# serial_subtractor

## src/rtl/serial_subtractor.sv

```systemverilog
// serial_subtractor
//   Bit-serial, LSB-first two's-complement subtractor. One full-subtractor
//   cell and a borrow flip-flop work through the operands one bit per clock.
//   A new operand pair is accepted under a start/done handshake.
//
// Parameters
//   WIDTH   operand/result width in bits (>= 2)
//
// Ports
//   clk     rising-edge clock
//   rst_n   asynchronous active-low reset
//   start   request, sampled only while busy is low
//   a       minuend, captured when start is accepted
//   b       subtrahend, captured when start is accepted
//   busy    high while the serial operation is in progress
//   done    one-cycle pulse; diff/borrow/ovf are valid from this cycle on
//   diff    (a - b) mod 2^WIDTH
//   borrow  unsigned borrow out (1 iff a < b unsigned)
//   ovf     signed overflow of a - b

module serial_subtractor #(
  parameter int WIDTH = 8
) (
  input  logic             clk,
  input  logic             rst_n,
  input  logic             start,
  input  logic [WIDTH-1:0] a,
  input  logic [WIDTH-1:0] b,
  output logic             busy,
  output logic             done,
  output logic [WIDTH-1:0] diff,
  output logic             borrow,
  output logic             ovf
);

  localparam int CNT_W = $clog2(WIDTH + 1);
  localparam logic [CNT_W-1:0] LAST_BIT = CNT_W'(WIDTH - 1);

  typedef enum logic [1:0] {
    IDLE  = 2'd0,
    SHIFT = 2'd1,
    DONE  = 2'd2
  } state_t;

  state_t           state_q, state_d;
  logic [WIDTH-1:0] aSr_q, aSr_d;
  logic [WIDTH-1:0] bSr_q, bSr_d;
  logic [WIDTH-1:0] res_q, res_d;
  logic             br_q, br_d;
  logic [CNT_W-1:0] cnt_q, cnt_d;
  logic [WIDTH-1:0] diff_q, diff_d;
  logic             borrow_q, borrow_d;
  logic             ovf_q, ovf_d;

  // Full-subtractor cell on the current LSBs of the operand shift registers.
  logic             xBit, yBit, dBit, brNext;
  logic [WIDTH-1:0] resNext;

  assign xBit    = aSr_q[0];
  assign yBit    = bSr_q[0];
  assign dBit    = xBit ^ yBit ^ br_q;
  assign brNext  = (~xBit & yBit) | (~(xBit ^ yBit) & br_q);
  assign resNext = {dBit, res_q[WIDTH-1:1]};

  // State and datapath registers; reset clears everything, which also
  // aborts any operation in flight without a done pulse.
  always_ff @(posedge clk or negedge rst_n) begin
    if (!rst_n) begin
      state_q  <= IDLE;
      aSr_q    <= '0;
      bSr_q    <= '0;
      res_q    <= '0;
      br_q     <= 1'b0;
      cnt_q    <= '0;
      diff_q   <= '0;
      borrow_q <= 1'b0;
      ovf_q    <= 1'b0;
    end else begin
      state_q  <= state_d;
      aSr_q    <= aSr_d;
      bSr_q    <= bSr_d;
      res_q    <= res_d;
      br_q     <= br_d;
      cnt_q    <= cnt_d;
      diff_q   <= diff_d;
      borrow_q <= borrow_d;
      ovf_q    <= ovf_d;
    end
  end

  // Next-state logic. DONE accepts a new start exactly like IDLE so that
  // operations can run back-to-back. On the last SHIFT cycle the cell still
  // sees the operand MSBs, so signed overflow is judged from those bits and
  // the final difference bit.
  always_comb begin
    state_d  = state_q;
    aSr_d    = aSr_q;
    bSr_d    = bSr_q;
    res_d    = res_q;
    br_d     = br_q;
    cnt_d    = cnt_q;
    diff_d   = diff_q;
    borrow_d = borrow_q;
    ovf_d    = ovf_q;

    unique case (state_q)
      IDLE, DONE: begin
        if (start) begin
          aSr_d   = a;
          bSr_d   = b;
          br_d    = 1'b0;
          cnt_d   = '0;
          state_d = SHIFT;
        end else if (state_q == DONE) begin
          state_d = IDLE;
        end
      end
      SHIFT: begin
        res_d = resNext;
        aSr_d = {1'b0, aSr_q[WIDTH-1:1]};
        bSr_d = {1'b0, bSr_q[WIDTH-1:1]};
        br_d  = brNext;
        if (cnt_q == LAST_BIT) begin
          cnt_d    = CNT_W'(WIDTH);
          state_d  = DONE;
          diff_d   = resNext;
          borrow_d = brNext;
          ovf_d    = (xBit ^ yBit) & (dBit ^ xBit);
        end else begin
          cnt_d = cnt_q + CNT_W'(1);
        end
      end
      default: begin
        state_d = IDLE;
      end
    endcase
  end

  assign busy   = (state_q == SHIFT);
  assign done   = (state_q == DONE);
  assign diff   = diff_q;
  assign borrow = borrow_q;
  assign ovf    = ovf_q;

endmodule

```

## config.mk

```make
export PLATFORM = sky130hd
export DESIGN_NAME = serial_subtractor
export DESIGN_NICKNAME = d
export VERILOG_FILES = /design/src/rtl/serial_subtractor.sv
export SDC_FILE = /design/constraint.sdc
export NUM_CORES = 1
export LEC_CHECK = 0
export ABC_AREA = 1
export ABC_CLOCK_PERIOD_IN_PS = 1500
export CORE_MARGIN = 10
export CORE_UTILIZATION = 45
export DETAILED_ROUTE_END_ITERATION = 12
export PLACE_DENSITY = 0.69
export RECOVER_POWER = 100
export SYNTH_ARGS = -nofsm -noshare
export SYNTH_HDL_FRONTEND = slang
export SYNTH_SLANG_ARGS = --single-unit
```

## constraint.sdc

```tcl
create_clock -name clk -period 1.5 [get_ports clk]
set_input_delay 0.15 -clock clk [delete_from_list [all_inputs] [get_ports clk]]
set_output_delay 0.15 -clock clk [all_outputs]
set_load 0.01 [all_outputs]
```

# seq_mult_param

--- config.mk ---
export PLATFORM = sky130hd
export DESIGN_NAME = seq_mult_param
export DESIGN_NICKNAME = d
export VERILOG_FILES = /design/src/rtl/seq_mult_pkg.sv /design/src/rtl/seq_mult_datapath.sv /design/src/rtl/seq_mult_param.sv
export SDC_FILE = /design/constraint.sdc
export NUM_CORES = 1
export LEC_CHECK = 0
export CORE_UTILIZATION = 30
export DETAILED_ROUTE_END_ITERATION = 10
export PLACE_DENSITY = 0.46
export SYNTH_ARGS = -nofsm -noshare
export SYNTH_HDL_FRONTEND = slang
export SYNTH_SLANG_ARGS = --single-unit
--- constraint.sdc ---
create_clock -name clk -period 2.4 [get_ports clk]
set_input_delay 0.24 -clock clk [delete_from_list [all_inputs] [get_ports clk]]
set_output_delay 0.24 -clock clk [all_outputs]
set_load 0.005 [all_outputs]
--- src/rtl/seq_mult_pkg.sv ---
// Shared definitions for the sequential shift-add multiplier: FSM state
// encoding and the sizing helper for the CALC cycle counter.
package seq_mult_pkg;

    // Binary state encoding; all four codes are legal states, so no
    // unreachable encodings exist.
    typedef enum logic [1:0] {
        ST_IDLE  = 2'd0,
        ST_CALC  = 2'd1,
        ST_FIXUP = 2'd2,
        ST_DONE  = 2'd3
    } state_t;

    // Counter width large enough to hold the value WIDTH.
    function automatic int cnt_width(input int width);
        return $clog2(width + 1);
    endfunction

endpackage : seq_mult_pkg

--- src/rtl/seq_mult_datapath.sv ---
// Datapath of the sequential multiplier: operand magnitude conversion,
// multiplicand/multiplier/accumulator registers, the accumulate adder and
// the final sign correction that loads the product register.
module seq_mult_datapath #(
    parameter int WIDTH = 8
) (
    input  logic                 clk,
    input  logic                 rst,
    input  logic                 load,
    input  logic                 calc_en,
    input  logic                 fixup_en,
    input  logic [WIDTH-1:0]     op_a,
    input  logic [WIDTH-1:0]     op_b,
    input  logic                 signed_mode,
    output logic                 mr_done,
    output logic [2*WIDTH-1:0]   product
);

    localparam int PW = 2 * WIDTH;

    // Unsigned magnitude; the most-negative value maps to 2^(WIDTH-1),
    // which still fits in WIDTH unsigned bits.
    function automatic logic [WIDTH-1:0] magnitude(input logic [WIDTH-1:0] x,
                                                   input logic             sgn);
        logic [WIDTH-1:0] r;
        if (sgn && x[WIDTH-1]) begin
            r = (~x) + WIDTH'(1);
        end else begin
            r = x;
        end
        return r;
    endfunction

    logic [PW-1:0]    md_r;
    logic [WIDTH-1:0] mr_r;
    logic [PW-1:0]    acc_r;
    logic             neg_r;
    logic [PW-1:0]    product_r;

    logic [PW-1:0]    acc_sum_s;
    logic [WIDTH-1:0] mr_shift_s;
    logic [PW-1:0]    md_ext_s;
    logic [PW-1:0]    result_s;

    // Shift/add arithmetic for one CALC step and the sign-corrected result.
    always_comb begin
        acc_sum_s  = acc_r + md_r;
        mr_shift_s = {1'b0, mr_r[WIDTH-1:1]};
        md_ext_s   = {{WIDTH{1'b0}}, magnitude(op_a, signed_mode)};
        if (neg_r) begin
            result_s = (~acc_r) + PW'(1);
        end else begin
            result_s = acc_r;
        end
    end

    // The step in progress is the last useful one once the shifted
    // multiplier has no set bits left.
    assign mr_done = (mr_shift_s == {WIDTH{1'b0}});

    // Operand capture at the transfer edge and one shift-add step per CALC cycle.
    always_ff @(posedge clk or negedge rst) begin
        if (!rst) begin
            md_r  <= {PW{1'b0}};
            mr_r  <= {WIDTH{1'b0}};
            acc_r <= {PW{1'b0}};
            neg_r <= 1'b0;
        end else if (load) begin
            md_r  <= md_ext_s;
            mr_r  <= magnitude(op_b, signed_mode);
            acc_r <= {PW{1'b0}};
            neg_r <= signed_mode & (op_a[WIDTH-1] ^ op_b[WIDTH-1]);
        end else if (calc_en) begin
            if (mr_r[0]) begin
                acc_r <= acc_sum_s;
            end
            md_r <= {md_r[PW-2:0], 1'b0};
            mr_r <= mr_shift_s;
        end
    end

    // Product register: loaded only in FIXUP, otherwise holds its last value.
    always_ff @(posedge clk or negedge rst) begin
        if (!rst) begin
            product_r <= {PW{1'b0}};
        end else if (fixup_en) begin
            product_r <= result_s;
        end
    end

    assign product = product_r;

endmodule : seq_mult_datapath

--- src/rtl/seq_mult_param.sv ---
// Sequential shift-add multiplier with valid/ready handshakes on both
// sides. Holds the control FSM and the CALC cycle counter; arithmetic
// lives in seq_mult_datapath. WIDTH legal range is 2..32.
module seq_mult_param
    import seq_mult_pkg::*;
#(
    parameter int WIDTH      = 8,
    parameter int EARLY_TERM = 0
) (
    input  logic                 clk,
    input  logic                 rst,
    input  logic                 in_valid,
    output logic                 in_ready,
    input  logic [WIDTH-1:0]     op_a,
    input  logic [WIDTH-1:0]     op_b,
    input  logic                 signed_mode,
    output logic                 out_valid,
    input  logic                 out_ready,
    output logic [2*WIDTH-1:0]   product,
    output logic                 busy
);

    localparam int               CW       = cnt_width(WIDTH);
    localparam logic [CW-1:0]    CNT_LAST = CW'(WIDTH - 1);

    state_t          state_r;
    state_t          state_s;
    logic [CW-1:0]   cnt_r;
    logic            load_s;
    logic            calc_en_s;
    logic            fixup_en_s;
    logic            calc_last_s;
    logic            mr_done_s;

    seq_mult_datapath #(
        .WIDTH (WIDTH)
    ) u_datapath (
        .clk         (clk),
        .rst         (rst),
        .load        (load_s),
        .calc_en     (calc_en_s),
        .fixup_en    (fixup_en_s),
        .op_a        (op_a),
        .op_b        (op_b),
        .signed_mode (signed_mode),
        .mr_done     (mr_done_s),
        .product     (product)
    );

    // Decide whether the current CALC cycle is the final one.
    always_comb begin
        calc_last_s = 1'b0;
        if (EARLY_TERM != 0) begin
            calc_last_s = mr_done_s;
        end else begin
            calc_last_s = (cnt_r == CNT_LAST);
        end
    end

    // Next-state and datapath strobes.
    always_comb begin
        state_s    = state_r;
        load_s     = 1'b0;
        calc_en_s  = 1'b0;
        fixup_en_s = 1'b0;
        case (state_r)
            ST_IDLE: begin
                if (in_valid) begin
                    load_s  = 1'b1;
                    state_s = ST_CALC;
                end else begin
                    state_s = ST_IDLE;
                end
            end
            ST_CALC: begin
                calc_en_s = 1'b1;
                if (calc_last_s) begin
                    state_s = ST_FIXUP;
                end else begin
                    state_s = ST_CALC;
                end
            end
            ST_FIXUP: begin
                fixup_en_s = 1'b1;
                state_s    = ST_DONE;
            end
            ST_DONE: begin
                if (out_ready) begin
                    state_s = ST_IDLE;
                end else begin
                    state_s = ST_DONE;
                end
            end
            default: begin
                state_s = ST_IDLE;
            end
        endcase
    end

    // State register; reset aborts any operation in flight.
    always_ff @(posedge clk or negedge rst) begin
        if (!rst) begin
            state_r <= ST_IDLE;
        end else begin
            state_r <= state_s;
        end
    end

    // CALC cycle counter: cleared at the transfer, advanced each CALC cycle.
    always_ff @(posedge clk or negedge rst) begin
        if (!rst) begin
            cnt_r <= {CW{1'b0}};
        end else if (load_s) begin
            cnt_r <= {CW{1'b0}};
        end else if (calc_en_s) begin
            cnt_r <= cnt_r + CW'(1);
        end
    end

    // Handshake and status outputs decode straight from the state register,
    // so no input reaches an output combinationally.
    assign in_ready  = (state_r == ST_IDLE);
    assign out_valid = (state_r == ST_DONE);
    assign busy      = (state_r != ST_IDLE);

endmodule : seq_mult_param

==> notes/layouts.md <==
Pictures saved along the way, in no particular order.

Register map, names as in the netlist.
The bar under the picture is 20 um long. Other sequential cells in the stronger grey, the rest of the logic in the fainter grey.
shot_01.png
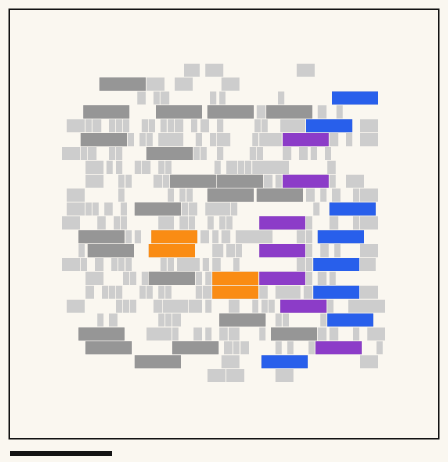
shot_02.png
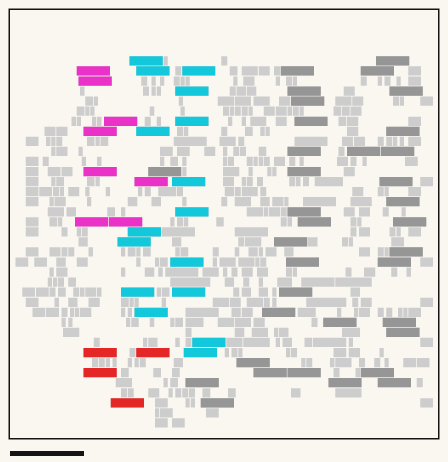
seq_mult_param: shot_02.png
serial_subtractor: shot_01.png

Key to shot_01.png:
`cnt_q`: in orange, placed flops 4, where centre. `diff`: in blue, placed flops 8. `res_q`: in purple, placed flops 7.
Another 21 sequential cells are not coloured.

### Selected gate families, seq_mult_param

The bar under the picture is 20 um long.
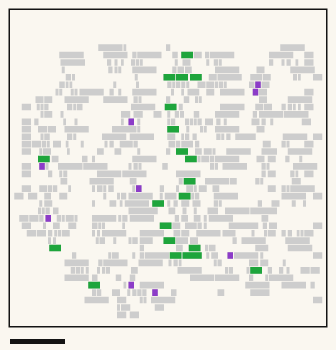
fa/ha/maj cells: in green, cells 20, most used ha_1. and/or cells: in purple, cells 9, where widely spread.
most common logic cell in the routed design: nand2_1
Comb area share: 44.97%
non-filler cells, final: 666

### A small window of the routed layout, seq_mult_param

The bar under the picture is 5 um long. Window x 48 to 68, y 71 to 91 um. Cells in grey, sequential cells in the stronger grey; small squares are vias.
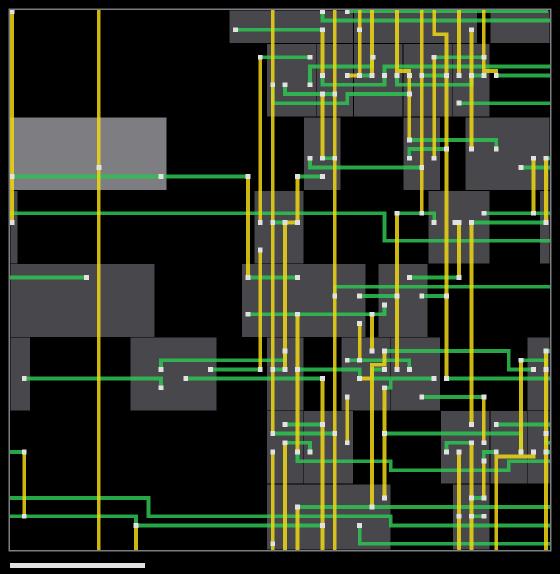
M1: in green. M2: in yellow.
Most frequent: nand2_1 (5), nor2_1 (4), a21oi_1 (4). Netlist names of flops here include `u_datapath.md_r` (1). Sequential cells in the window: 1. 25 logic cells have their middle in the window.

==> out/metrics.cfg, seq_mult_param <==
[yosys]
syn_area_sq_um=3884
edf_count=0
synth.most_common_cell=nand2_1
ys.flop_type=dfrtp_1
simple_gate_area_share_pct=19.39

[sta]
hold_slack_ns=0.4560
fmax_ghz=0.4676
drv_slew=0
rsz0062_at_grt=no

[floorplan]
fp.coreArea_sq_um=12620

[worst_setup_path]
worst_setup_path_end_kind=flop
slowest_stage=fa_1

[power]
p_sw_mw=2.730

[outcome]
outcome=finished, final reports clean

[grt]
grt_overflow_total=0

[seq_mult_param: final cells by class]
cell class | instances | area [sq um] | share of cell area (%)
clock inverter | 3 | 65.06 | 1.352
inverter | 11 | 41.29 | 0.8583
multi-input combinational | 355 | 2163 | 44.97
timing repair buffer | 50 | 483.0 | 10.04
clock buffer | 12 | 266.5 | 5.540
tap | 172 | 215.2 | 4.473
sequential | 63 | 1577 | 32.77
[seq_mult_param: layout by cell type (no fill, tap or decap), types with 9 or more instances in the layout]
cell type and n:
buf_4 9, a21oi_1 15, a31oi_1 14, nand2_1 98
xnor2_1 12, inv_1 11, ha_1 19, clkbuf_16 9
o21ai_0 28, xor2_1 23, clkdlybuf4s50_1 38, dfrtp_1 63
nor2_1 34, o21ai_1 29, nand3_1 11
[seq_mult_param: routing by layer]
metal	part of all wire, %	global-route usage, %	vias to the layer above
li1	-	-	1641
met1	51	18.88	1437
met2	45	22.66	48
met3	2.7	2.040	12
met4	1.6	5.385	0
met5	0	0	-
### A small window of the routed layout, serial_subtractor

The bar under the picture is 5 um long. Window x 32 to 52, y 49 to 69 um. Cells in grey, sequential cells in the stronger grey; small squares are vias.
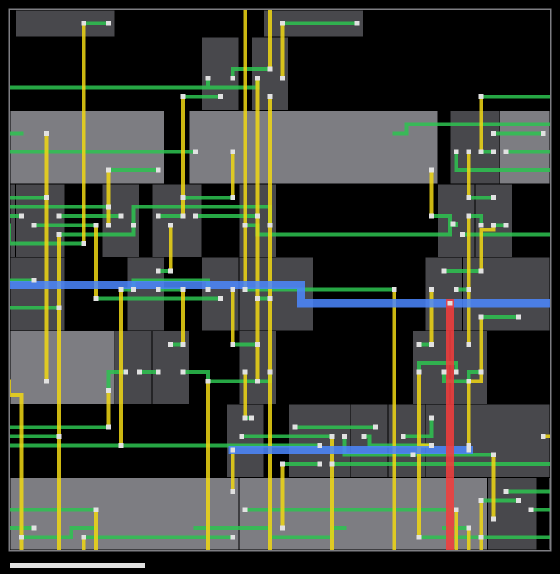
M1: in green. M3: in blue. M2: in yellow. M4: in red.
29 logic cells have their middle in the window. Netlist names of flops here include `bSr_q` (2). Sequential cells in the window: 4. Most frequent: nand2_1 (8), inv_1 (5).

==> out/metrics.cfg, serial_subtractor <==
[finish]
fillers=394
final_cell_count_no_fill=304
dominant_cells=registers
comb_share_pct=27.84

[yosys]
fp_nets=240
yosysTopAreaCell=dfrtp_1
synthTopCellsByCount=74 x nand2_1, 40 x dfrtp_1, 25 x inv_1, 19 x nor2_1, 17 x o21ai_1
adder_share_pct=2.452
syn_area_sq_um=1837
ys_sh_xor_pct=0

[floorplan]
fp.coreArea_sq_um=3971
taps=50

[clock_network]
cts_sinks=40

[sta]
fmax_ghz=0.7030

[outcome]
outcome=finished, final reports clean

[power]
p_clk_mw=0.726
power_density_nw_per_um2=2044
intPower_mw=2.790

[min_path]
whs_path_depth=3

[routing]
drcViolationCount=0

-- serial_subtractor: placed cells by master (no fill, tap or decap), types with 2 or more instances in the layout --
master | synthesis | layout
nand2_1 | 74 | 75
dfrtp_1 | 40 | 40
o21ai_0 | 11 | 29
inv_1 | 25 | 26
nor2_1 | 19 | 19
clkdlybuf4s50_1 | 0 | 17
dlygate4sd3_1 | 0 | 11
o21ai_1 | 17 | 7
clkbuf_8 | 0 | 6
nand3_1 | 5 | 5
ha_1 | 2 | 2
clkinv_2 | 0 | 2
dlygate4sd2_1 | 0 | 2
buf_12 | 0 | 2
buf_4 | 1 | 2
-- serial_subtractor: state kept, by name, indices dropped and copies added, names as in the netlist --
register	flops
br_q	1
ovf	1
state_q	2
aSr_q	8
cnt_q	4
borrow	1
res_q	7
diff	8
bSr_q	8
-- serial_subtractor: cell families after synthesis --
kind of cell               count (synthesis)
AOI/OAI and AO/OA                         37
adders and majority gates                  3
buffers and inverters                     36
DFF                                       40
and+or+nand+nor                          102
-- serial_subtractor: worst min-delay path: stages --
cell and delay (ns):
clkdlybuf4s50_1 0.39, nand3_1 0.08, o21ai_0 0.07


==> notes/layouts.md <==
Pictures saved along the way, in no particular order.

Congestion heat map.
panel A
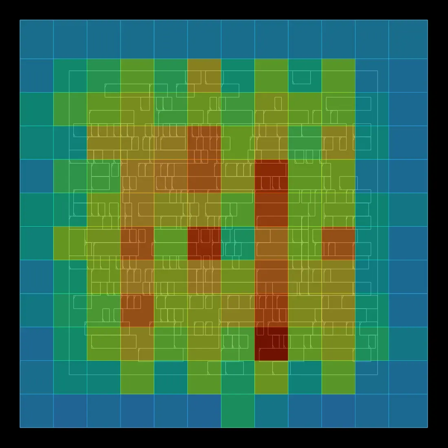
panel B
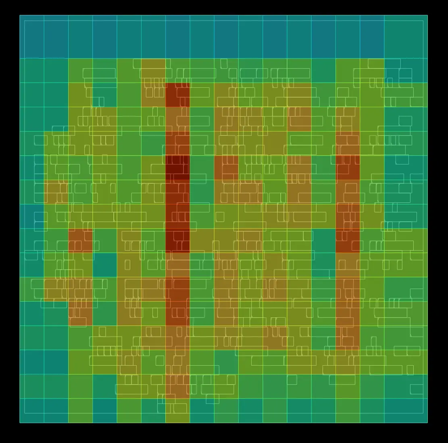
The one with the highest utilization is panel A.
The one with the highest track usage is panel B.
panel B: seq_mult_param
panel A: serial_subtractor

